==================== design 1
### src/rtl/thunderbird_pkg.sv
// Shared types and constants for the Thunderbird tail-light sequencer.
//   state_t      : sequencer states (3-bit encoding)
//   LAMP_*       : lamp bar patterns, bit 0 is the innermost lamp
//   SW_*         : bit positions of the hazard/left/right requests in SW
//   lamp_decode  : Moore decode of a state into {LL, RL}
package thunderbird_pkg;

  typedef enum logic [2:0] {
    ST_IDLE = 3'd0,
    ST_L1   = 3'd1,
    ST_L2   = 3'd2,
    ST_L3   = 3'd3,
    ST_R1   = 3'd4,
    ST_R2   = 3'd5,
    ST_R3   = 3'd6,
    ST_HAZ  = 3'd7
  } state_t;

  localparam logic [2:0] LAMP_OFF = 3'b000;
  localparam logic [2:0] LAMP_1   = 3'b001;
  localparam logic [2:0] LAMP_2   = 3'b011;
  localparam logic [2:0] LAMP_3   = 3'b111;

  localparam int SW_H = 2;
  localparam int SW_L = 1;
  localparam int SW_R = 0;

  // Returns {LL, RL} for a given state.
  function automatic logic [5:0] lamp_decode(input state_t st);
    logic [5:0] lamps;
    case (st)
      ST_L1:   lamps = {LAMP_1,   LAMP_OFF};
      ST_L2:   lamps = {LAMP_2,   LAMP_OFF};
      ST_L3:   lamps = {LAMP_3,   LAMP_OFF};
      ST_R1:   lamps = {LAMP_OFF, LAMP_1};
      ST_R2:   lamps = {LAMP_OFF, LAMP_2};
      ST_R3:   lamps = {LAMP_OFF, LAMP_3};
      ST_HAZ:  lamps = {LAMP_3,   LAMP_3};
      default: lamps = {LAMP_OFF, LAMP_OFF};
    endcase
    return lamps;
  endfunction

endpackage

### src/rtl/nhz_tick.sv
// Prescaler producing a one-cycle enable strobe every TICK_DIV clocks.
// The count runs 0..TICK_DIV-1 and tick is high while count is at its
// last value, so the first strobe after reset lands in cycle TICK_DIV-1.
//   CLOCK_50 : system clock
//   reset    : synchronous, active-high
//   tick     : one-cycle strobe
module nhz_tick #(
  parameter int TICK_DIV = 12_500_000
) (
  input  logic CLOCK_50,
  input  logic reset,
  output logic tick
);

  localparam int CW = (TICK_DIV > 2) ? $clog2(TICK_DIV) : 1;
  localparam logic [CW-1:0] LAST = CW'(TICK_DIV - 1);

  logic [CW-1:0] count;

  always_ff @(posedge CLOCK_50) begin
    if (reset) begin
      count <= '0;
    end else if (count == LAST) begin
      count <= '0;
    end else begin
      count <= count + CW'(1);
    end
  end

  assign tick = (count == LAST);

endmodule

### src/rtl/thunderbird_seq_ctrl.sv
// Thunderbird tail-light sequencer: synchronises the hazard/left/right
// switches, arbitrates them (H > L&R > L > R) and steps a Moore FSM once
// per prescaler tick. Lamps and busy are registered alongside the state.
//   CLOCK_50 : system clock (only clock)
//   reset    : synchronous, active-high
//   SW       : raw requests, SW[2]=hazard, SW[1]=left, SW[0]=right
//   LL, RL   : left/right lamp bars, bit 0 innermost
//   tick     : lamp-step strobe
//   busy     : state is not IDLE
//
// state | meaning
// IDLE  | all lamps off, waiting for a request
// L1    | left inner lamp on
// L2    | left inner two lamps on
// L3    | all left lamps on, returns to IDLE next
// R1    | right inner lamp on
// R2    | right inner two lamps on
// R3    | all right lamps on, returns to IDLE next
// HAZ   | all six lamps on, returns to IDLE next
module thunderbird_seq_ctrl
  import thunderbird_pkg::*;
#(
  parameter int TICK_DIV    = 12_500_000,
  parameter int SYNC_STAGES = 2
) (
  input  logic       CLOCK_50,
  input  logic       reset,
  input  logic [2:0] SW,
  output logic [2:0] LL,
  output logic [2:0] RL,
  output logic       tick,
  output logic       busy
);

  logic [2:0] sync_q [SYNC_STAGES];
  logic       h_s, l_s, r_s;
  state_t     state, state_nxt;

  nhz_tick #(.TICK_DIV(TICK_DIV)) u_tick (
    .CLOCK_50 (CLOCK_50),
    .reset    (reset),
    .tick     (tick)
  );

  always_ff @(posedge CLOCK_50) begin
    if (reset) begin
      for (int i = 0; i < SYNC_STAGES; i++) sync_q[i] <= '0;
    end else begin
      sync_q[0] <= SW;
      for (int i = 1; i < SYNC_STAGES; i++) sync_q[i] <= sync_q[i-1];
    end
  end

  assign h_s = sync_q[SYNC_STAGES-1][SW_H];
  assign l_s = sync_q[SYNC_STAGES-1][SW_L];
  assign r_s = sync_q[SYNC_STAGES-1][SW_R];

  // Left and right sequences only ever return through IDLE, so a change of
  // direction always costs one idle tick. L3/R3 finish even under hazard.
  function automatic state_t next_state(input state_t st, input logic h,
                                        input logic l, input logic r);
    state_t ns;
    case (st)
      ST_IDLE: begin
        if (h || (l && r)) ns = ST_HAZ;
        else if (l)        ns = ST_L1;
        else if (r)        ns = ST_R1;
        else               ns = ST_IDLE;
      end
      ST_L1:   ns = h ? ST_HAZ : ST_L2;
      ST_L2:   ns = h ? ST_HAZ : ST_L3;
      ST_R1:   ns = h ? ST_HAZ : ST_R2;
      ST_R2:   ns = h ? ST_HAZ : ST_R3;
      default: ns = ST_IDLE;
    endcase
    return ns;
  endfunction

  assign state_nxt = next_state(state, h_s, l_s, r_s);

  always_ff @(posedge CLOCK_50) begin
    if (reset) begin
      state <= ST_IDLE;
      LL    <= LAMP_OFF;
      RL    <= LAMP_OFF;
      busy  <= 1'b0;
    end else if (tick) begin
      state    <= state_nxt;
      {LL, RL} <= lamp_decode(state_nxt);
      busy     <= (state_nxt != ST_IDLE);
    end
  end

endmodule

### config.mk
export PLATFORM = sky130hd
export DESIGN_NAME = thunderbird_seq_ctrl
export DESIGN_NICKNAME = d
export VERILOG_FILES = /design/src/rtl/thunderbird_pkg.sv /design/src/rtl/nhz_tick.sv /design/src/rtl/thunderbird_seq_ctrl.sv
export SDC_FILE = /design/constraint.sdc
export NUM_CORES = 1
export LEC_CHECK = 0
export ABC_AREA = 1
export CAP_MARGIN = 15
export CORE_UTILIZATION = 62
export DETAILED_ROUTE_END_ITERATION = 8
export PLACE_DENSITY = 0.83
export RECOVER_POWER = 100
export SLEW_MARGIN = 20
export SYNTH_ARGS = -nofsm -noshare
export SYNTH_HDL_FRONTEND = slang
export SYNTH_HIERARCHICAL = 1
export SYNTH_SLANG_ARGS = --single-unit
### constraint.sdc
create_clock -name CLOCK_50 -period 3.3 [get_ports CLOCK_50]
set_input_delay 0.66 -clock CLOCK_50 [delete_from_list [all_inputs] [get_ports CLOCK_50]]
set_output_delay 0.66 -clock CLOCK_50 [all_outputs]
set_load 0.05 [all_outputs]
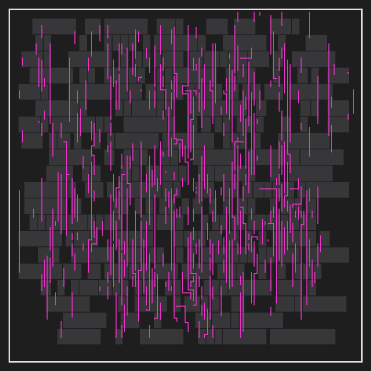
**Above:** design 1 (signal wires on met2).
Scale: 6 px per um. Cells faint in the background.
longest straight run: 19.0 um
nets with wire on the layer: 229
via count: 1685
M2 GR Usage: 0.358
total wire length: 3610 um

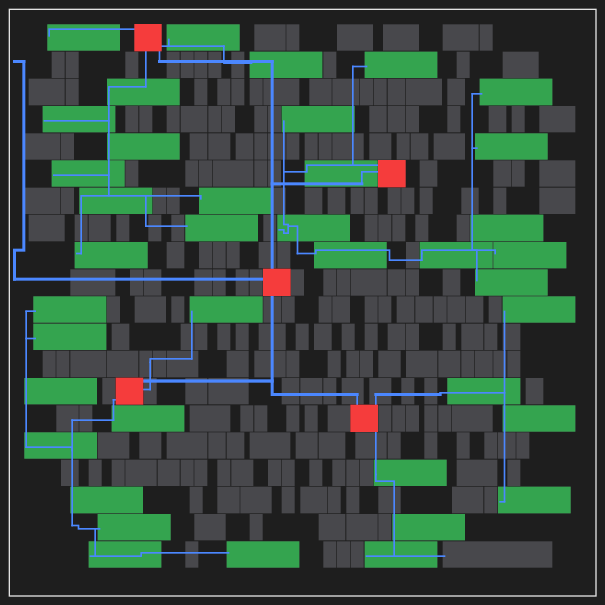
**Above:** design 1 (clock network drawn from the DEF).
Scale: 10 px per um.
[green] flip-flops | count: 39
[red] clock-net drivers | count: 5
[blue] clock wires | length: 433 um
flops lie: all over the die
routed clock nets: 6

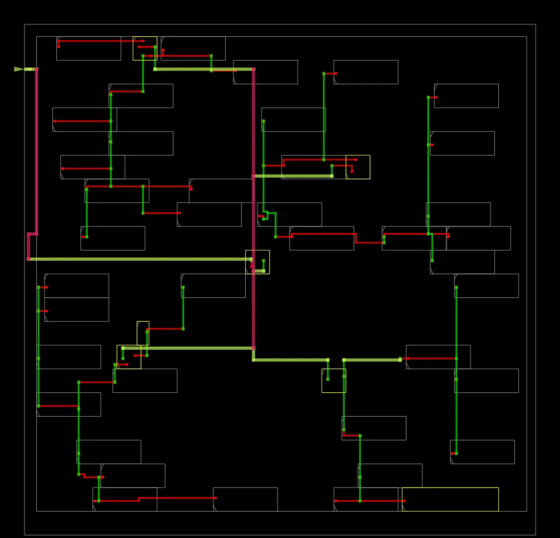
**Above:** design 1 (clock wiring as the flow saved it).
Inserted Clock Buffers: 5
Seq Cell Count: 39

==> impl_metrics.json <==
{
  "clkSlewWorstSetupHoldPaths_ns": 0.11,
  "antenna_found_initial": 0,
  "status": "completed",
  "flop_cell": "dfxtp_1",
  "hpwl_um": 2680,
  "post_cts_buffers": 0,
  "switching_power_uw": 171,
  "fin_crit_ns": 3.08,
  "required_ns": 2.64,
  "yosys.area.top_type": "dfxtp_1",
  "cp-start-kind": "flop",
  "simple_gate_area_frac": 0.394,
  "seq_power_uw": 481,
  "cts_resized": 0,
  "gp_congestion": 0.808,
  "highest_layer": "met4"
}
area by class of cell:
cell class,instances,area [sq um],share of cell area
well taps,44,55.1,0.0253
clock inverters,1,30.0,0.0138
clock buffers,6,41.3,0.0189
inverters,32,121,0.0557
repair buffers,13,124,0.0568
flip-flops and latches,39,781,0.358
multi-input cells,202,1030,0.471
worst paths after layout:
path,endpoint,slack [ns],depth (start not counted)
setup / recovery,tick,0.22,6
hold / removal,sync_q[0][3],0.41,2
setup reg to reg,LL[1],1.15,9
hold reg to reg,sync_q[0][3],0.41,2
routing by layer:
layer	GRT usage	vias to the layer above
li1	-	892
met1	0.337	748
met2	0.358	39
met3	0.0462	6
met4	0.133	0
met5	0	-
stage by stage:
step | utilization | worst slack (ns) | hold WS, ns | instance area [sq um]
after floorplan | - | 1.16 | 0.388 | 1980
after global placement | 0.698 | 0.674 | 0.389 | 2130
after detailed placement | 0.698 | 0.637 | 0.395 | 2130
after CTS | 0.721 | 0.229 | 0.411 | 2200
after global routing | 0.714 | 0.0692 | 0.437 | 2180
final | 0.714 | 0.223 | 0.410 | 2180
flip-flops by register name, indices dropped and copies added (netlist names):
name,flops
u_tick/count,24
sync_q,6
LL,3
RL,3
state,2
busy,1

==================== design 2
File: src/rtl/vend_dispense_if.sv
// rtl/vend_dispense_if.sv - request, sensor and actuator bundle for vend_dispense_sequencer
interface vend_dispense_if;
    logic       req_valid;
    logic       req_ready;
    logic [2:0] req_candy;
    logic [2:0] req_change_beg;
    logic       req_change_obeg;
    logic       dispensed_sense;
    logic       fault_clr;
    logic       candy_motor;
    logic       beg_motor;
    logic       obeg_motor;
    logic       busy;
    logic       done;
    logic       fault;
    logic [1:0] fault_item;
    logic [3:0] items_left;

    modport master (
        output req_valid, req_candy, req_change_beg, req_change_obeg,
        output dispensed_sense, fault_clr,
        input  req_ready, candy_motor, beg_motor, obeg_motor,
        input  busy, done, fault, fault_item, items_left
    );

    modport slave (
        input  req_valid, req_candy, req_change_beg, req_change_obeg,
        input  dispensed_sense, fault_clr,
        output req_ready, candy_motor, beg_motor, obeg_motor,
        output busy, done, fault, fault_item, items_left
    );
endinterface

File: src/rtl/vend_dispense_sequencer.sv
// rtl/vend_dispense_sequencer.sv - one-unit-at-a-time candy/coin dispense sequencer with drop-sensor jam detection
module vend_dispense_sequencer #(
    parameter int PULSE_LEN = 4,
    parameter int GAP_LEN   = 2,
    parameter int TIMEOUT   = 16
) (
    input  logic            clk,
    input  logic            reset,
    vend_dispense_if.slave  bus
);

    localparam logic [2:0] S_IDLE       = 3'd0;
    localparam logic [2:0] S_PULSE      = 3'd1;
    localparam logic [2:0] S_WAIT_SENSE = 3'd2;
    localparam logic [2:0] S_GAP        = 3'd3;
    localparam logic [2:0] S_DONE       = 3'd4;
    localparam logic [2:0] S_FAULT      = 3'd5;

    // Item codes double as the fault_item encoding.
    localparam logic [1:0] IT_NONE  = 2'b00;
    localparam logic [1:0] IT_CANDY = 2'b01;
    localparam logic [1:0] IT_BEG   = 2'b10;
    localparam logic [1:0] IT_OBEG  = 2'b11;

    localparam logic [4:0] PULSE_LAST   = 5'(PULSE_LEN - 1);
    localparam logic [4:0] GAP_LAST     = 5'(GAP_LEN - 1);
    localparam logic [4:0] TIMEOUT_LAST = 5'(TIMEOUT - 1);

    logic [2:0] state_q,      state_d;
    logic [4:0] cnt_q,        cnt_d;
    logic [2:0] candy_cnt_q,  candy_cnt_d;
    logic [2:0] beg_cnt_q,    beg_cnt_d;
    logic       obeg_q,       obeg_d;
    logic [1:0] item_q,       item_d;
    logic       seen_q,       seen_d;
    logic [3:0] items_left_q, items_left_d;
    logic [1:0] fault_item_q, fault_item_d;

    logic       go_gap;
    logic [1:0] next_item;

    // Fixed dispense order: candies first, then big coins, then the small coin.
    function automatic logic [1:0] pick_item(input logic [2:0] c, input logic [2:0] b,
                                             input logic o);
        if (c != 3'd0)      return IT_CANDY;
        else if (b != 3'd0) return IT_BEG;
        else if (o)         return IT_OBEG;
        else                return IT_NONE;
    endfunction

    always_comb begin
        state_d      = state_q;
        cnt_d        = cnt_q;
        candy_cnt_d  = candy_cnt_q;
        beg_cnt_d    = beg_cnt_q;
        obeg_d       = obeg_q;
        item_d       = item_q;
        seen_d       = seen_q;
        items_left_d = items_left_q;
        fault_item_d = fault_item_q;
        go_gap       = 1'b0;
        next_item    = pick_item(candy_cnt_q, beg_cnt_q, obeg_q);

        case (state_q)
            S_IDLE: begin
                if (bus.req_valid) begin
                    candy_cnt_d  = bus.req_candy;
                    beg_cnt_d    = bus.req_change_beg;
                    obeg_d       = bus.req_change_obeg;
                    items_left_d = 4'(bus.req_candy) + 4'(bus.req_change_beg)
                                 + 4'(bus.req_change_obeg);
                    cnt_d        = 5'd0;
                    seen_d       = 1'b0;
                    item_d       = pick_item(bus.req_candy, bus.req_change_beg,
                                             bus.req_change_obeg);
                    state_d      = (item_d == IT_NONE) ? S_DONE : S_PULSE;
                end
            end

            S_PULSE: begin
                if (bus.dispensed_sense) begin
                    seen_d = 1'b1;
                end
                if (cnt_q == PULSE_LAST) begin
                    cnt_d = 5'd0;
                    if (seen_q || bus.dispensed_sense) begin
                        go_gap = 1'b1;
                    end else begin
                        state_d = S_WAIT_SENSE;
                    end
                end else begin
                    cnt_d = cnt_q + 5'd1;
                end
            end

            S_WAIT_SENSE: begin
                if (bus.dispensed_sense) begin
                    go_gap = 1'b1;
                end else if (cnt_q == TIMEOUT_LAST) begin
                    state_d      = S_FAULT;
                    fault_item_d = item_q;
                end else begin
                    cnt_d = cnt_q + 5'd1;
                end
            end

            S_GAP: begin
                if (cnt_q == GAP_LAST) begin
                    cnt_d   = 5'd0;
                    item_d  = next_item;
                    state_d = (next_item == IT_NONE) ? S_DONE : S_PULSE;
                end else begin
                    cnt_d = cnt_q + 5'd1;
                end
            end

            S_DONE: begin
                state_d = S_IDLE;
            end

            S_FAULT: begin
                if (bus.fault_clr) begin
                    state_d      = S_IDLE;
                    candy_cnt_d  = 3'd0;
                    beg_cnt_d    = 3'd0;
                    obeg_d       = 1'b0;
                    items_left_d = 4'd0;
                    item_d       = IT_NONE;
                    fault_item_d = IT_NONE;
                    seen_d       = 1'b0;
                    cnt_d        = 5'd0;
                end
            end

            default: begin
                state_d = S_IDLE;
            end
        endcase

        // A confirmed unit retires here so items_left drops on GAP entry.
        if (go_gap) begin
            state_d      = S_GAP;
            cnt_d        = 5'd0;
            seen_d       = 1'b0;
            items_left_d = items_left_q - 4'd1;
            case (item_q)
                IT_CANDY: candy_cnt_d = candy_cnt_q - 3'd1;
                IT_BEG:   beg_cnt_d   = beg_cnt_q - 3'd1;
                IT_OBEG:  obeg_d      = 1'b0;
                default:  ;
            endcase
        end
    end

    always_ff @(posedge clk) begin
        if (reset) begin
            state_q      <= S_IDLE;
            cnt_q        <= 5'd0;
            candy_cnt_q  <= 3'd0;
            beg_cnt_q    <= 3'd0;
            obeg_q       <= 1'b0;
            item_q       <= IT_NONE;
            seen_q       <= 1'b0;
            items_left_q <= 4'd0;
            fault_item_q <= IT_NONE;
        end else begin
            state_q      <= state_d;
            cnt_q        <= cnt_d;
            candy_cnt_q  <= candy_cnt_d;
            beg_cnt_q    <= beg_cnt_d;
            obeg_q       <= obeg_d;
            item_q       <= item_d;
            seen_q       <= seen_d;
            items_left_q <= items_left_d;
            fault_item_q <= fault_item_d;
        end
    end

    // Every output is a decode of registered state only.
    assign bus.req_ready   = (state_q == S_IDLE);
    assign bus.busy        = (state_q != S_IDLE);
    assign bus.done        = (state_q == S_DONE);
    assign bus.fault       = (state_q == S_FAULT);
    assign bus.fault_item  = fault_item_q;
    assign bus.items_left  = items_left_q;
    assign bus.candy_motor = (state_q == S_PULSE) && (item_q == IT_CANDY);
    assign bus.beg_motor   = (state_q == S_PULSE) && (item_q == IT_BEG);
    assign bus.obeg_motor  = (state_q == S_PULSE) && (item_q == IT_OBEG);

endmodule

File: src/flat_wrapper.sv
// flat-port wrapper written by rule: the top's interface ports become plain ports
module vend_dispense_sequencer_flat 
#(
    parameter int PULSE_LEN = 4,
    parameter int GAP_LEN   = 2,
    parameter int TIMEOUT   = 16
)
  (clk, reset, bus_req_valid, bus_req_candy, bus_req_change_beg, bus_req_change_obeg, bus_dispensed_sense, bus_fault_clr, bus_req_ready, bus_candy_motor, bus_beg_motor, bus_obeg_motor, bus_busy, bus_done, bus_fault, bus_fault_item, bus_items_left);
  vend_dispense_if bus_i ();
  input  logic clk;
  input  logic reset;
  input wire logic [$bits(bus_i.req_valid)-1:0] bus_req_valid;
  input wire logic [$bits(bus_i.req_candy)-1:0] bus_req_candy;
  input wire logic [$bits(bus_i.req_change_beg)-1:0] bus_req_change_beg;
  input wire logic [$bits(bus_i.req_change_obeg)-1:0] bus_req_change_obeg;
  input wire logic [$bits(bus_i.dispensed_sense)-1:0] bus_dispensed_sense;
  input wire logic [$bits(bus_i.fault_clr)-1:0] bus_fault_clr;
  output wire logic [$bits(bus_i.req_ready)-1:0] bus_req_ready;
  output wire logic [$bits(bus_i.candy_motor)-1:0] bus_candy_motor;
  output wire logic [$bits(bus_i.beg_motor)-1:0] bus_beg_motor;
  output wire logic [$bits(bus_i.obeg_motor)-1:0] bus_obeg_motor;
  output wire logic [$bits(bus_i.busy)-1:0] bus_busy;
  output wire logic [$bits(bus_i.done)-1:0] bus_done;
  output wire logic [$bits(bus_i.fault)-1:0] bus_fault;
  output wire logic [$bits(bus_i.fault_item)-1:0] bus_fault_item;
  output wire logic [$bits(bus_i.items_left)-1:0] bus_items_left;
  assign bus_i.req_valid = bus_req_valid;
  assign bus_i.req_candy = bus_req_candy;
  assign bus_i.req_change_beg = bus_req_change_beg;
  assign bus_i.req_change_obeg = bus_req_change_obeg;
  assign bus_i.dispensed_sense = bus_dispensed_sense;
  assign bus_i.fault_clr = bus_fault_clr;
  assign bus_req_ready = bus_i.req_ready;
  assign bus_candy_motor = bus_i.candy_motor;
  assign bus_beg_motor = bus_i.beg_motor;
  assign bus_obeg_motor = bus_i.obeg_motor;
  assign bus_busy = bus_i.busy;
  assign bus_done = bus_i.done;
  assign bus_fault = bus_i.fault;
  assign bus_fault_item = bus_i.fault_item;
  assign bus_items_left = bus_i.items_left;
  vend_dispense_sequencer #(.PULSE_LEN(PULSE_LEN), .GAP_LEN(GAP_LEN), .TIMEOUT(TIMEOUT)) u_core (.clk(clk), .reset(reset), .bus(bus_i));
endmodule
File: config.mk
export PLATFORM = sky130hd
export DESIGN_NAME = vend_dispense_sequencer_flat
export DESIGN_NICKNAME = d
export VERILOG_FILES = /design/src/rtl/vend_dispense_if.sv /design/src/rtl/vend_dispense_sequencer.sv /design/src/flat_wrapper.sv
export SDC_FILE = /design/constraint.sdc
export NUM_CORES = 1
export LEC_CHECK = 0
export CAP_MARGIN = 25
export CORE_MARGIN = 2
export CORE_UTILIZATION = 49
export CTS_CLUSTER_DIAMETER = 30
export CTS_CLUSTER_SIZE = 10
export DETAILED_ROUTE_END_ITERATION = 6
export PLACE_DENSITY = 0.77
export REMOVE_ABC_BUFFERS = 1
export SLEW_MARGIN = 20
export SYNTH_ARGS = -nofsm -noshare
export SYNTH_HDL_FRONTEND = slang
export SYNTH_SLANG_ARGS = --single-unit
File: constraint.sdc
create_clock -name clk -period 2.2 [get_ports clk]
set_input_delay 0.22 -clock clk [delete_from_list [all_inputs] [get_ports clk]]
set_output_delay 0.22 -clock clk [all_outputs]
set_load 0.05 [all_outputs]
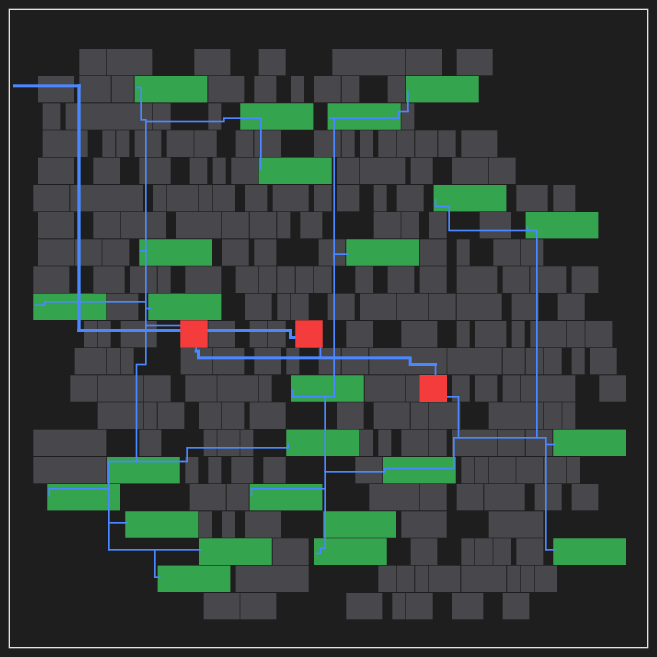
**Above:** design 2 (clock network drawn from the DEF).
Scale: 10 px per um.
[green] flip-flops | count: 24
[red] clock-net drivers | count: 3
[blue] clock wires | length: 358 um
flops lie: all over the die
routed clock nets: 4

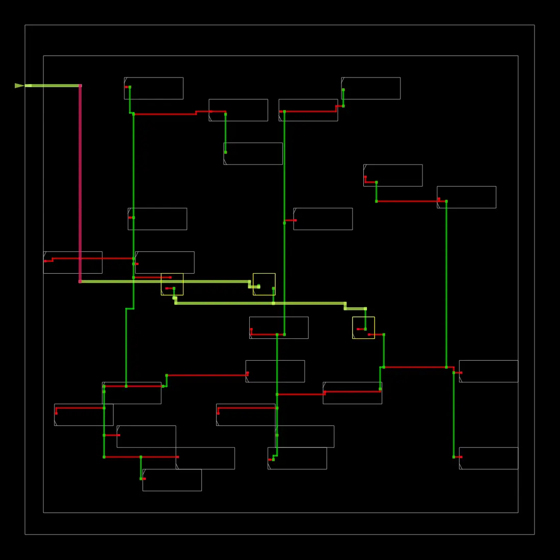
**Above:** design 2 (clock wiring as the flow saved it).
clk pwr: 207 uW
CTS sink cnt: 24
clock latency (worst-skew pair): 0.32 ns

==> impl_metrics.json <==
{
  "max_stage_delay_ns": 0.49,
  "status": "completed",
  "yosys.area.top_type": "dfxtp_1",
  "rows": 21,
  "place_ws_ns": -0.00846,
  "area_leaders": "dfxtp_1, ha_1, mux2i_1",
  "ff_count": 24,
  "power_frac_clock": 0.126,
  "required_ns": 2.47,
  "drcViolationCount": 0,
  "reg2reg_slack_ns": 0.08,
  "lay_top_count": "buf_4",
  "cp-start-kind": "flop",
  "clock-root-buffer": "clkbuf_4",
  "drt_wl_total_um": 4500,
  "min_to": "u_core.bus.fault_item[1]",
  "fin_skew_ns": 0.00882,
  "hp-start": "u_core.bus.fault_item[1]",
  "cts_tree": "done",
  "grt_overflow": 0,
  "n_fill_cell": 291
}
per-stage QoR:
step,cells,TNS [ns]
6_report,301,0
5_1_grt,301,-0.199
4_1_cts,301,0
3_5_place_dp,298,-0.00846
3_3_place_gp,298,0
2_1_floorplan,200,-0.163
worst min-delay path: cells and delay by family (launching register included):
family,cells,cell delay (ns)
flip-flops,1,0.35
AND/OR/NAND/NOR,1,0.07
multiplexers,1,0.07
power groups by stage:
stage | clock network (uW) | registers (uW) | logic, uW
3_3_place_gp | 0 | 532 | 877
6_report | 207 | 527 | 903
4_1_cts | 211 | 526 | 890
5_1_grt | 230 | 534 | 992
2_1_floorplan | 0 | 604 | 487
3_5_place_dp | 0 | 535 | 884
sequential cells by signal, summed over array words and instances (netlist names):
register               count
u_core.bus.fault_item      2
u_core.item_q              2
u_core.seen_q              1
u_core.candy_cnt_q         3
u_core.obeg_q              1
u_core.cnt_q               5
u_core.beg_cnt_q           3
u_core.state_q             3
u_core.bus.items_left      4
metal layers:
layer,global-route usage,wire length [um],part of all wire
met5,0,0,0
met4,0.0516,24,0.0053
met3,0.0500,211,0.047
met2,0.400,2210,0.49
met1,0.316,2060,0.46

==================== design 3
[src/rtl/gpio_bank_if.sv]
// gpio_bank_if: Risco-5 data-bus slave port used by gpio_bank.
//   read, write   : one-cycle request pulses from the bus master
//   address       : byte address (the bank decodes address[5:2])
//   write_data    : write payload
//   read_data     : registered read data, 0 outside read responses
//   response      : one-cycle acknowledge, one cycle after the request
interface gpio_bank_if;
  logic        read;
  logic        write;
  logic [31:0] address;
  logic [31:0] write_data;
  logic [31:0] read_data;
  logic        response;

  modport master (
    output read, write, address, write_data,
    input  read_data, response
  );

  modport slave (
    input  read, write, address, write_data,
    output read_data, response
  );
endinterface

[src/rtl/gpio_bank.sv]
// gpio_bank: memory-mapped GPIO bank with per-pin direction/output registers,
// atomic set/clear/toggle, synchronised inputs and edge interrupts with
// write-1-to-clear pending bits.
//   clk, reset : clock, synchronous active-high reset
//   bus        : gpio_bank_if slave port (1-cycle latency, no stall)
//   gpio_in    : asynchronous pad inputs
//   gpio_out   : pad output values (OUT register)
//   gpio_oe    : pad output enables, 1 = drive (DIR register)
//   irq        : OR of all pending interrupt bits
module gpio_bank #(
  parameter int WIDTH       = 20,
  parameter int SYNC_STAGES = 2
) (
  input  logic             clk,
  input  logic             reset,
  gpio_bank_if.slave       bus,
  input  logic [WIDTH-1:0] gpio_in,
  output logic [WIDTH-1:0] gpio_out,
  output logic [WIDTH-1:0] gpio_oe,
  output logic             irq
);

  localparam logic [3:0] OFF_DIR     = 4'h0;
  localparam logic [3:0] OFF_OUT     = 4'h1;
  localparam logic [3:0] OFF_OUT_SET = 4'h2;
  localparam logic [3:0] OFF_OUT_CLR = 4'h3;
  localparam logic [3:0] OFF_OUT_TGL = 4'h4;
  localparam logic [3:0] OFF_IN      = 4'h5;
  localparam logic [3:0] OFF_RISE_EN = 4'h6;
  localparam logic [3:0] OFF_FALL_EN = 4'h7;
  localparam logic [3:0] OFF_PEND    = 4'h8;

  logic [WIDTH-1:0] r_dir;
  logic [WIDTH-1:0] r_out;
  logic [WIDTH-1:0] r_rise_en;
  logic [WIDTH-1:0] r_fall_en;
  logic [WIDTH-1:0] r_pend;
  logic [WIDTH-1:0] r_sync [SYNC_STAGES];
  logic [WIDTH-1:0] r_prev;
  logic             r_resp;
  logic [31:0]      r_rdata;

  logic [3:0]       w_off;
  logic [WIDTH-1:0] w_wdata;
  logic [WIDTH-1:0] w_in;
  logic [WIDTH-1:0] w_set;
  logic [WIDTH-1:0] w_clr;
  logic [31:0]      w_rdata;
  logic             w_unused_bits;

  // Zero-extend a pin-wide value onto the 32-bit bus.
  function automatic logic [31:0] widen(input logic [WIDTH-1:0] v);
    logic [31:0] x;
    x           = '0;
    x[WIDTH-1:0] = v;
    return x;
  endfunction

  assign w_off   = bus.address[5:2];
  assign w_wdata = bus.write_data[WIDTH-1:0];
  assign w_in    = r_sync[SYNC_STAGES-1];

  // Address bits outside [5:2] and data bits above WIDTH are intentionally ignored.
  assign w_unused_bits = ^{bus.address[31:6], bus.address[1:0], bus.write_data};

  assign w_set = ((w_in & ~r_prev) & r_rise_en) | ((~w_in & r_prev) & r_fall_en);
  assign w_clr = (bus.write && (w_off == OFF_PEND)) ? w_wdata : '0;

  always_comb begin
    w_rdata = '0;
    case (w_off)
      OFF_DIR:     w_rdata = widen(r_dir);
      OFF_OUT:     w_rdata = widen(r_out);
      OFF_IN:      w_rdata = widen(w_in);
      OFF_RISE_EN: w_rdata = widen(r_rise_en);
      OFF_FALL_EN: w_rdata = widen(r_fall_en);
      OFF_PEND:    w_rdata = widen(r_pend);
      default:     w_rdata = '0;
    endcase
  end

  always_ff @(posedge clk) begin
    if (reset) begin
      for (int i = 0; i < SYNC_STAGES; i++) r_sync[i] <= '0;
      r_prev <= '0;
    end else begin
      r_sync[0] <= gpio_in;
      for (int i = 1; i < SYNC_STAGES; i++) r_sync[i] <= r_sync[i-1];
      r_prev <= w_in;
    end
  end

  always_ff @(posedge clk) begin
    if (reset) begin
      r_dir     <= '0;
      r_out     <= '0;
      r_rise_en <= '0;
      r_fall_en <= '0;
      r_pend    <= '0;
      r_resp    <= 1'b0;
      r_rdata   <= '0;
    end else begin
      r_resp  <= bus.read | bus.write;
      // A combined read+write is treated as a write, so no data is returned.
      r_rdata <= (bus.read && !bus.write) ? w_rdata : 32'h0;
      if (bus.write) begin
        case (w_off)
          OFF_DIR:     r_dir     <= w_wdata;
          OFF_OUT:     r_out     <= w_wdata;
          OFF_OUT_SET: r_out     <= r_out | w_wdata;
          OFF_OUT_CLR: r_out     <= r_out & ~w_wdata;
          OFF_OUT_TGL: r_out     <= r_out ^ w_wdata;
          OFF_RISE_EN: r_rise_en <= w_wdata;
          OFF_FALL_EN: r_fall_en <= w_wdata;
          default:     ;
        endcase
      end
      // New edges win over a same-cycle write-1-to-clear.
      r_pend <= (r_pend & ~w_clr) | w_set;
    end
  end

  assign gpio_out      = r_out;
  assign gpio_oe       = r_dir;
  assign irq           = |r_pend;
  assign bus.read_data = r_rdata;
  assign bus.response  = r_resp;

endmodule

[src/flat_wrapper.sv]
// flat-port wrapper written by rule: the top's interface ports become plain ports
module gpio_bank_flat 
#(
  parameter int WIDTH       = 20,
  parameter int SYNC_STAGES = 2
)
  (clk, reset, gpio_in, gpio_out, gpio_oe, irq, bus_read, bus_write, bus_address, bus_write_data, bus_read_data, bus_response);
  gpio_bank_if bus_i ();
  input  logic clk;
  input  logic reset;
  input  logic [WIDTH-1:0] gpio_in;
  output logic [WIDTH-1:0] gpio_out;
  output logic [WIDTH-1:0] gpio_oe;
  output logic irq;
  input wire logic [$bits(bus_i.read)-1:0] bus_read;
  input wire logic [$bits(bus_i.write)-1:0] bus_write;
  input wire logic [$bits(bus_i.address)-1:0] bus_address;
  input wire logic [$bits(bus_i.write_data)-1:0] bus_write_data;
  output wire logic [$bits(bus_i.read_data)-1:0] bus_read_data;
  output wire logic [$bits(bus_i.response)-1:0] bus_response;
  assign bus_i.read = bus_read;
  assign bus_i.write = bus_write;
  assign bus_i.address = bus_address;
  assign bus_i.write_data = bus_write_data;
  assign bus_read_data = bus_i.read_data;
  assign bus_response = bus_i.response;
  gpio_bank #(.WIDTH(WIDTH), .SYNC_STAGES(SYNC_STAGES)) u_core (.clk(clk), .reset(reset), .bus(bus_i), .gpio_in(gpio_in), .gpio_out(gpio_out), .gpio_oe(gpio_oe), .irq(irq));
endmodule
[config.mk]
export PLATFORM = sky130hd
export DESIGN_NAME = gpio_bank_flat
export DESIGN_NICKNAME = d
export VERILOG_FILES = /design/src/rtl/gpio_bank_if.sv /design/src/rtl/gpio_bank.sv /design/src/flat_wrapper.sv
export SDC_FILE = /design/constraint.sdc
export NUM_CORES = 1
export LEC_CHECK = 0
export CAP_MARGIN = 40
export CORE_UTILIZATION = 40
export DETAILED_ROUTE_END_ITERATION = 12
export HOLD_SLACK_MARGIN = 0.06
export PLACE_DENSITY = 0.67
export REMOVE_ABC_BUFFERS = 1
export SYNTH_ARGS = -nofsm -noshare
export SYNTH_HDL_FRONTEND = slang
export SYNTH_SLANG_ARGS = --single-unit
[constraint.sdc]
create_clock -name clk -period 1.5 [get_ports clk]
set_input_delay 0.225 -clock clk [delete_from_list [all_inputs] [get_ports clk]]
set_output_delay 0.225 -clock clk [all_outputs]
set_load 0.05 [all_outputs]
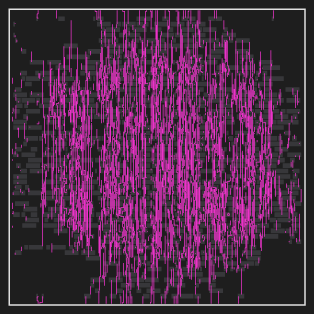
**Above:** design 3 (signal wires on met2).
Scale: 2 px per um. Cells faint in the background.
longest straight run: 65.6 um
nets with wire on the layer: 1043
main direction: vertical
share of all routed wire: 45%
wire length on this layer: 12200 um
via count: 8051
total wire length: 27000 um
M2 GR Usage: 0.390

==> impl_metrics.json <==
{
  "grt_overflow": 0,
  "fin_nets": 1353,
  "drcViolationCount": 0,
  "core-area_sq_mm": 0.0204,
  "power_frac_clock": 0.429,
  "r2r_end": "u_core.gpio_out[8]",
  "status": "finished with violations",
  "area_delta_synth_final_pct": 41.0,
  "viasPerCell": 5.34,
  "track_usage": 0.251,
  "ys_sh_aoi": 0.188,
  "min_path_cells": 3,
  "dr.pass1.iters": 8,
  "placed_area_sq_mm": 0.0110,
  "p_leak_uw": 0.00468,
  "hold_viol_final": 0,
  "antenna_left": 0,
  "seq_power_uw": 4990,
  "comb_area_sq_mm": 0.00439,
  "violations": "setup timing",
  "setup_viol": 1,
  "peakVddDrop_uv": 708,
  "pin_count": 162,
  "crit_fanout": 2,
  "cp_top_family": "simple AND/OR/NAND/NOR gates",
  "top_area_frac": 0.430,
  "rsz0062_at_grt": "yes",
  "die_height_um": 147,
  "setup_slack_ns": -0.387
}
sequential cells by signal (all words and copies together) (netlist names):
name                  flops
u_core.gpio_oe           20
u_core.r_pend            20
u_core.bus.read_data     20
u_core.bus.response       1
u_core.r_rise_en         20
u_core.r_prev            20
u_core.gpio_out          20
u_core.r_fall_en         20
u_core.r_sync            40
metal layers:
metal	GRT usage	vias up	wire length [um]
met5	0	-	0
met4	0.138	0	1160
met3	0.0522	77	2340
met2	0.390	394	12200
met1	0.324	3720	11300
li1	-	3860	-
layout make-up:
type                       instances  area share
inverter                          40      0.0126
tap                              270      0.0284
timing repair buffer             256       0.230
clock inverter                    12      0.0172
multi-input combinational        729       0.370
clock buffer                      19      0.0373
sequential                       181       0.305
per-stage QoR:
stage	std cells	hold slack [ns]	total power (uW)
2_1_floorplan	949	0.294	5700
3_3_place_gp	1461	0.416	6600
3_5_place_dp	1461	0.422	6610
4_1_cts	1505	0.308	11600
5_1_grt	1507	0.321	11900
6_report	1507	0.298	11500
cell families after synthesis:
logic type	after synthesis
and+or+nand+nor	393
AOI/OAI and AO/OA	256
DFF	181
buffers and inverters	126
adders and majority gates	40
muxes	27
other	1

==================== design 4
**Design 4: clock network drawn from the DEF**

Scale: 6 px per um.
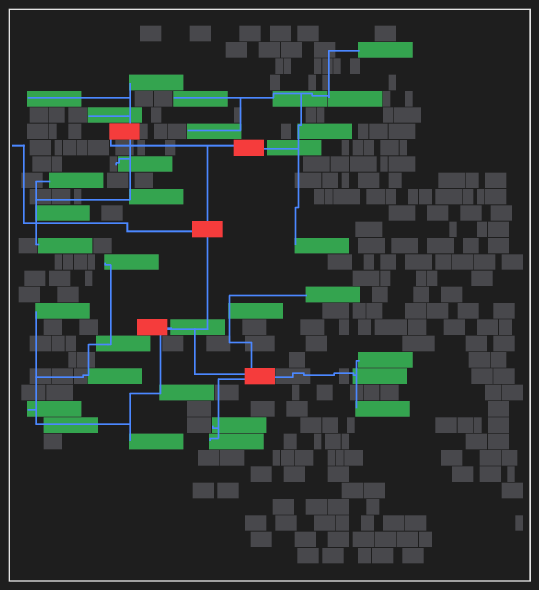
**Design 4: ports around the boundary**

Scale: 3 px per um. Pins as bars across the die edge, other pins in grey.
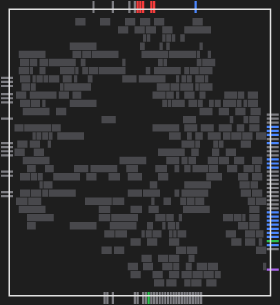
**Design 4: signal wires on met2**

Scale: 4 px per um. Cells faint in the background.
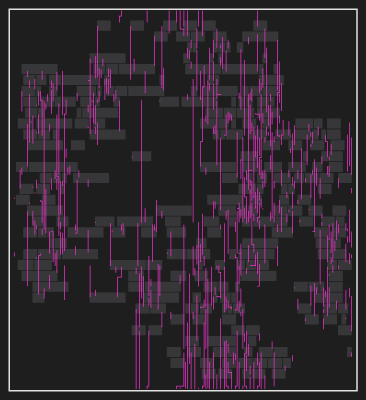
[config.mk]
export PLATFORM = sky130hd
export DESIGN_NAME = poly_actor_scheduler
export DESIGN_NICKNAME = d
export VERILOG_FILES = /design/src/rtl/poly_actor_scheduler.sv
export SDC_FILE = /design/constraint.sdc
export NUM_CORES = 1
export LEC_CHECK = 0
export ABC_AREA = 0
export CORE_ASPECT_RATIO = 1.1
export CORE_MARGIN = 1
export CORE_UTILIZATION = 25
export CTS_CLUSTER_SIZE = 14
export DETAILED_ROUTE_END_ITERATION = 8
export SYNTH_ARGS = -nofsm -noshare
export SYNTH_HDL_FRONTEND = slang
export SYNTH_SLANG_ARGS = --single-unit
[constraint.sdc]
create_clock -name clk -period 2.93 [get_ports clk]
set_input_delay 0.4395 -clock clk [delete_from_list [all_inputs] [get_ports clk]]
set_output_delay 0.4395 -clock clk [all_outputs]
set_load 0.02 [all_outputs]
[src/rtl/poly_actor_scheduler.sv]
// Actor firing scheduler: SETUP firing, opcode enable check, INSTR firing.
// Define SCHED_WATCHDOG_EN to add the WAIT-state watchdog and err_timeout.
module poly_actor_scheduler #(
    parameter int          word_size  = 16,
    parameter logic [15:0] WDOG_LIMIT = 16'd4096
) (
    input  logic                 clk,
    input  logic                 rst,
    input  logic                 sched_en,
    input  logic [word_size-1:0] pop_in_fifo_command,
    input  logic [word_size-1:0] pop_in_fifo_data,
    input  logic [word_size-1:0] free_out_fifo,
    input  logic [7:0]           instr,
    input  logic [4:0]           arg2,
    input  logic                 done_fsm2,
    output logic                 start_fsm2,
    output logic [1:0]           next_instr,
    output logic                 busy,
    output logic                 err_opcode,
    output logic                 err_timeout,
    output logic [word_size-1:0] fire_count
);

    localparam int XW = word_size + 1;

    typedef enum logic [2:0] {
        IDLE,
        FIRE_SETUP,
        WAIT_SETUP,
        CHECK_INSTR,
        FIRE_INSTR,
        WAIT_INSTR
    } state_t;

    state_t         state;
    state_t         state_nx;
    logic [7:0]     instr_q;
    logic [4:0]     arg2_q;
    logic           latch_en;
    logic           fire_inc;
    logic           ins_ok;
    logic           ins_bad;
    logic           wdog_hit;
    logic [XW-1:0]  data_x;
    logic [XW-1:0]  free_x;
    logic [XW-1:0]  n_x;
    logic [XW-1:0]  n1_x;

    // One extra bit so arg2+1 can never wrap in the compares.
    assign data_x = {1'b0, pop_in_fifo_data};
    assign free_x = {1'b0, free_out_fifo};
    assign n_x    = XW'(arg2_q);
    assign n1_x   = n_x + XW'(1);

    always_comb begin
        ins_ok  = 1'b0;
        ins_bad = 1'b0;
        unique case (1'b1)
            (instr_q == 8'd0): ins_ok = (data_x >= n1_x) && (free_x >= XW'(1));
            (instr_q == 8'd1): ins_ok = (data_x >= XW'(1)) && (free_x >= XW'(1));
            (instr_q == 8'd2): ins_ok = (data_x >= n_x) && (free_x >= n1_x);
            (instr_q == 8'd3): ins_ok = 1'b1;
            default:           ins_bad = 1'b1;
        endcase
    end

    always_comb begin
        state_nx = state;
        latch_en = 1'b0;
        fire_inc = 1'b0;
        unique case (state)
            IDLE: begin
                if (sched_en && (|pop_in_fifo_command))
                    state_nx = FIRE_SETUP;
            end
            FIRE_SETUP: state_nx = WAIT_SETUP;
            WAIT_SETUP: begin
                if (done_fsm2) begin
                    latch_en = 1'b1;
                    state_nx = CHECK_INSTR;
                end else if (wdog_hit) begin
                    state_nx = IDLE;
                end
            end
            CHECK_INSTR: begin
                if (ins_bad)
                    state_nx = IDLE;
                else if (ins_ok)
                    state_nx = FIRE_INSTR;
            end
            FIRE_INSTR: state_nx = WAIT_INSTR;
            WAIT_INSTR: begin
                if (done_fsm2) begin
                    fire_inc = 1'b1;
                    state_nx = IDLE;
                end else if (wdog_hit) begin
                    state_nx = IDLE;
                end
            end
            default: state_nx = IDLE;
        endcase
    end

    assign start_fsm2 = (state == FIRE_SETUP) || (state == FIRE_INSTR);
    assign next_instr = ((state == FIRE_INSTR) || (state == WAIT_INSTR))
                        ? 2'b01 : 2'b00;
    assign busy       = (state != IDLE);
    assign err_opcode = (state == CHECK_INSTR) && ins_bad;

    always_ff @(posedge clk or negedge rst) begin
        if (!rst) begin
            state      <= IDLE;
            instr_q    <= '0;
            arg2_q     <= '0;
            fire_count <= '0;
        end else begin
            state <= state_nx;
            if (latch_en) begin
                instr_q <= instr;
                arg2_q  <= arg2;
            end
            if (fire_inc)
                fire_count <= fire_count + word_size'(1);
        end
    end

`ifdef SCHED_WATCHDOG_EN
    logic [15:0] wdog_cnt;
    logic        in_wait;

    // Counter sits at zero outside WAIT states, so it restarts on every entry.
    assign in_wait  = (state == WAIT_SETUP) || (state == WAIT_INSTR);
    assign wdog_hit = in_wait &&
                      (({1'b0, wdog_cnt} + 17'd1) >= {1'b0, WDOG_LIMIT});

    always_ff @(posedge clk or negedge rst) begin
        if (!rst) begin
            wdog_cnt    <= '0;
            err_timeout <= 1'b0;
        end else begin
            if (in_wait && !done_fsm2)
                wdog_cnt <= wdog_cnt + 16'd1;
            else
                wdog_cnt <= '0;
            if (wdog_hit && !done_fsm2)
                err_timeout <= 1'b1;
        end
    end
`else
    logic unused_wdog;

    assign unused_wdog = ^WDOG_LIMIT;
    assign wdog_hit    = 1'b0;
    assign err_timeout = 1'b0;
`endif

endmodule

==> impl_metrics.json <==
{
  "status": "completed",
  "yosys_area_sq_mm": 0.00197,
  "ys_seq_frac": 0.407,
  "peakVddDrop_uv": 232,
  "top_power_group": "combinational logic",
  "drcViolationCount": 0,
  "track_usage": 0.121,
  "critPathCapture": "err_opcode",
  "lay_top_count": "clkdlybuf4s50_1",
  "r2r_cells": 10,
  "crit_chain": "or4_4 -> nor3_4 -> nor2_1 -> clkdlybuf4s50_1",
  "log.warning_count": 27,
  "grt_use_met3": 0.0390,
  "clock-root-buffer": "clkbuf_8",
  "cap_viol_max_count": 0,
  "grt_pass1_wl_um": 7760,
  "synth_warnings": 0
}
About 'clock network drawn from the DEF' of design 4:
[red] clock-net drivers | count: 5
[green] flip-flops | count: 32
[blue] clock wires | length: 459 um
routed clock nets: 6
clock latency (worst-skew pair): 0.28 ns
clk pwr: 343 uW
Clk pwr share: 0.198
clock skew: 0.00312 ns

About 'ports around the boundary' of design 4:
[purple] `err_timeout` | pins: 1 | direction: output | edge: right
[green] `next_instr` | pins: 2 | direction: output | edge: 1 bottom, 1 right
[blue] `pop_in_fifo_data` | pins: 16 | direction: input | edge: 15 right, 1 top
[red] `arg2` | pins: 5 | direction: input | edge: top
all pins by edge: 35 right, 27 bottom, 15 left, 10 top
Die X-Extent: 86.6 um
Die Ht: 95.0 um

About 'signal wires on met2' of design 4:
nets with wire on the layer: 314
main direction: vertical
via count: 1770
total wire length: 4820 um
M2 GR Usage: 0.214

## sequential cells by signal, summed over array words and instances, names as in the netlist
name / flops
instr_q: 8
arg2_q: 5
fire_count: 16
state: 3
## cells in the mapped netlist, types with 3 or more instances
cell	number
dfrtp_1	32
nand4_1	7
mux2_2	9
ha_1	17
xor2_1	6
nor2_1	9
xnor2_1	14
inv_1	11
or4_1	7
nor4_1	7
a21oi_1	5
o21ai_0	6
clkbuf_1	3
nand2_1	14
nand3_1	11
nor3_1	3
## cells by family (layout without fill, tap and decap cells)
kind of cell,count (synthesis),after routing,share of synthesized area
muxes,9,9,0.0515
and+or+nand+nor,71,71,0.207
AOI/OAI and AO/OA,24,24,0.0884
buffers and inverters,17,105,0.0369
other,1,2,0.00191
adders and majority gates,19,19,0.118
xor gates and xnor gates,20,20,0.0891
DFF,32,32,0.407
## area by class of cell
class / instances / share of cell area
Sequential cell: 32 / 0.265
Tap cell: 105 / 0.0436
Clock buffer: 8 / 0.0299
Timing Repair Buffer: 86 / 0.284
Inverter: 11 / 0.0137
Multi-Input combinational cell: 145 / 0.364
## critical path, delay by kind of cell (launching register included)
family	cells	cell delay, ns
DFF	1	0.38
buffers and inverters	1	0.55
and+or+nand+nor	3	0.82

==================== design 5
**Design 5: clock network drawn from the DEF**

Scale: 4 px per um.
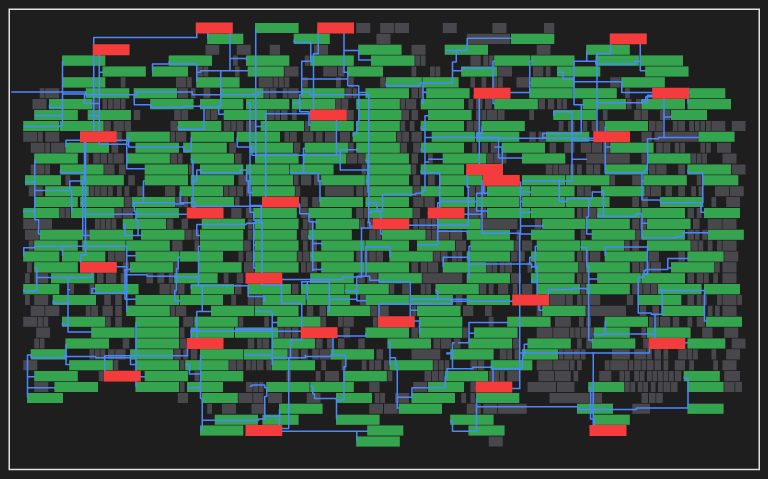
**Design 5: clock wiring as the flow saved it**

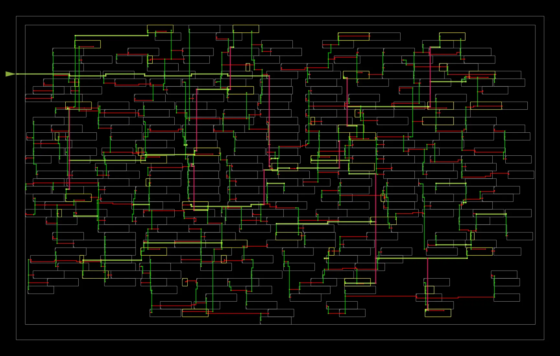
--- src/rtl/sync_fifo.sv ---
// Single-clock FIFO with registered empty/full flags and registered read data.
// Occupancy counter drives the flags so both are available straight from flops.
module sync_fifo #(
    parameter int DWIDTH = 32,
    parameter int DEPTH  = 8
) (
    input  logic              aclk,
    input  logic              aresetn,
    input  logic [DWIDTH-1:0] push_data,
    input  logic              push,
    input  logic              pop,
    output logic [DWIDTH-1:0] pop_data,
    output logic              empty,
    output logic              full
);

    localparam int AW = $clog2(DEPTH);
    localparam logic [AW:0]   FULL_CNT = (AW+1)'(DEPTH);
    localparam logic [AW:0]   CNT_ONE  = (AW+1)'(1);
    localparam logic [AW-1:0] PTR_ONE  = AW'(1);

    logic [DWIDTH-1:0] mem [DEPTH];
    logic [AW-1:0]     wr_ptr;
    logic [AW-1:0]     rd_ptr;
    logic [AW:0]       count;
    logic [AW:0]       count_nxt;
    logic              push_ok;
    logic              pop_ok;

    // Acceptance uses the registered flags, so a push at empty never falls through.
    assign push_ok = push && !full;
    assign pop_ok  = pop && !empty;

    always_comb begin
        count_nxt = count;
        case ({push_ok, pop_ok})
            2'b10:   count_nxt = count + CNT_ONE;
            2'b01:   count_nxt = count - CNT_ONE;
            default: count_nxt = count;
        endcase
    end

    always_ff @(posedge aclk) begin
        if (push_ok) begin
            mem[wr_ptr] <= push_data;
        end
    end

    always_ff @(posedge aclk or negedge aresetn) begin
        if (!aresetn) begin
            wr_ptr   <= '0;
            rd_ptr   <= '0;
            count    <= '0;
            empty    <= 1'b1;
            full     <= 1'b0;
            pop_data <= '0;
        end else begin
            if (push_ok) begin
                wr_ptr <= wr_ptr + PTR_ONE;
            end
            if (pop_ok) begin
                rd_ptr   <= rd_ptr + PTR_ONE;
                pop_data <= mem[rd_ptr];
            end
            count <= count_nxt;
            empty <= (count_nxt == '0);
            full  <= (count_nxt == FULL_CNT);
        end
    end

endmodule

--- config.mk ---
export PLATFORM = sky130hd
export DESIGN_NAME = sync_fifo
export DESIGN_NICKNAME = d
export VERILOG_FILES = /design/src/rtl/sync_fifo.sv
export SDC_FILE = /design/constraint.sdc
export NUM_CORES = 1
export LEC_CHECK = 0
export ABC_AREA = 1
export CAP_MARGIN = 20
export CORE_ASPECT_RATIO = 0.6
export CORE_MARGIN = 3
export CORE_UTILIZATION = 60
export DETAILED_ROUTE_END_ITERATION = 8
export MAX_ROUTING_LAYER = met4
export PLACE_DENSITY = 0.92
export SLEW_MARGIN = 20
export SYNTH_ARGS = -nofsm -noshare
export SYNTH_HDL_FRONTEND = slang
export SYNTH_SLANG_ARGS = --single-unit
--- constraint.sdc ---
create_clock -name aclk -period 5.57 [get_ports aclk]
set_input_delay 1.114 -clock aclk [delete_from_list [all_inputs] [get_ports aclk]]
set_output_delay 1.114 -clock aclk [all_outputs]
set_load 0.005 [all_outputs]
==> impl_metrics.json <==
{
  "timing.hold.ws_ns": 0.480,
  "setup_viol": 0,
  "critPathCaptureType": "flop",
  "place_inst": 1202,
  "seq_power_uw": 3090,
  "p_sw_frac": 0.335,
  "busiest_layer": "met2",
  "vias": 7390,
  "crit_arrival_ns": 3.29,
  "top_logic_kind": "AND-OR/OR-AND gates",
  "hp-start": "pop_data[13]",
  "status": "completed",
  "yosys_area_sq_mm": 0.0118,
  "wl_per_cell_um": 19.8,
  "min_to": "pop_data[13]",
  "cts_buffer_depth": 3,
  "r2r-start": "full",
  "fin_crit_sh": 0.565,
  "p_leak_uw": 0.00480,
  "edf_count": 256,
  "worst_pin_slew_ns": 1.05
}
About 'clock network drawn from the DEF' of design 5:
[red] clock-net drivers | count: 26
[blue] clock wires | length: 3180 um
[green] flip-flops | count: 300
flops lie: all over the die
clock latency (worst-skew pair): 0.53 ns
Clk pwr share: 0.255
clock skew: 0.0133 ns
clk pwr: 1800 uW

About 'clock wiring as the flow saved it' of design 5:
CTS sink cnt: 300
Seq Cell Count: 300

cell type report:
type                       count  area (sq um)  share of cell area
timing repair buffer          83           901              0.0661
inverter                      47           179              0.0131
multi-input combinational    513          2570               0.189
clock inverter                17           158              0.0116
sequential                   300          8790               0.646
tap                          266           333              0.0244
clock buffer                  30           687              0.0504
layout by cell type, fill, tap and decap left out:
cell type	instances
ha_1	5
dfrtp_2	1
a21oi_2	1
bufinv_16	3
xor2_1	3
nand2_1	89
nor2_4	9
o21ai_0	89
a21oi_1	32
buf_2	1
clkbuf_1	3
inv_6	1
dfrtp_1	41
o21ai_1	43
xnor2_1	2
edfxtp_1	256
clkinv_2	5
clkinvlp_4	1
dfstp_2	1
inv_1	46
nor2_1	134
buf_12	4
clkdlybuf4s50_1	68
inv_4	1
dfrtp_4	1
clkbuf_16	27
nand3_1	39
buf_4	7
or2_2	2
o211ai_1	65
buf_16	3
clkinv_1	7
how the worst max path moves through the flow:
stage	start	endpoint	depth (start not counted)
floorplan	push	mem[0][0]	5
global placement	push	mem[0][29]	6
detailed placement	push	mem[2][1]	6
CTS	push	mem[2][21]	6
global route	push	mem[6][0]	6
finish	push	mem[4][0]	6


## Gallery

Ports around the boundary.
(a)
Scale: 2 px per um. Pins as bars across the die edge, other pins in grey.
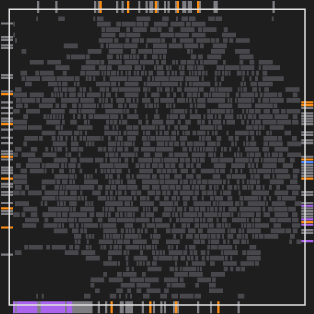
(b)
Scale: 2 px per um. Pins as bars across the die edge, other pins in grey.
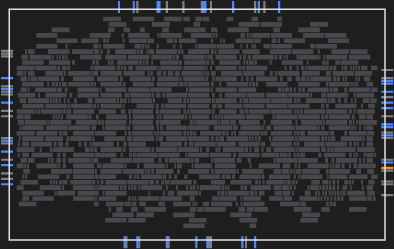
(c)
Scale: 4 px per um. Pins as bars across the die edge, other pins in grey.
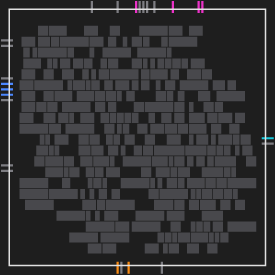
(d)
Scale: 4 px per um. Pins as bars across the die edge, other pins in grey.
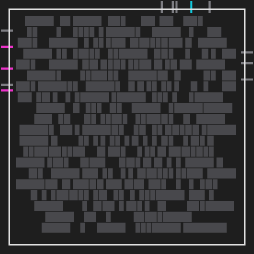
Of these, smallest die: (d)
Of these, fewest pins: (d)
For design 5, see (b).
For design 3, see (a).
For design 1, see (d).
For design 2, see (c).

Key to (d):
[magenta] `SW` | pins: 3 | direction: input | edge: left
[cyan] `reset` | pins: 1 | direction: input | edge: top
all pins by edge: 5 left, 5 top, 3 right

No activity file was given, so power comes from the tool's default toggle rates.
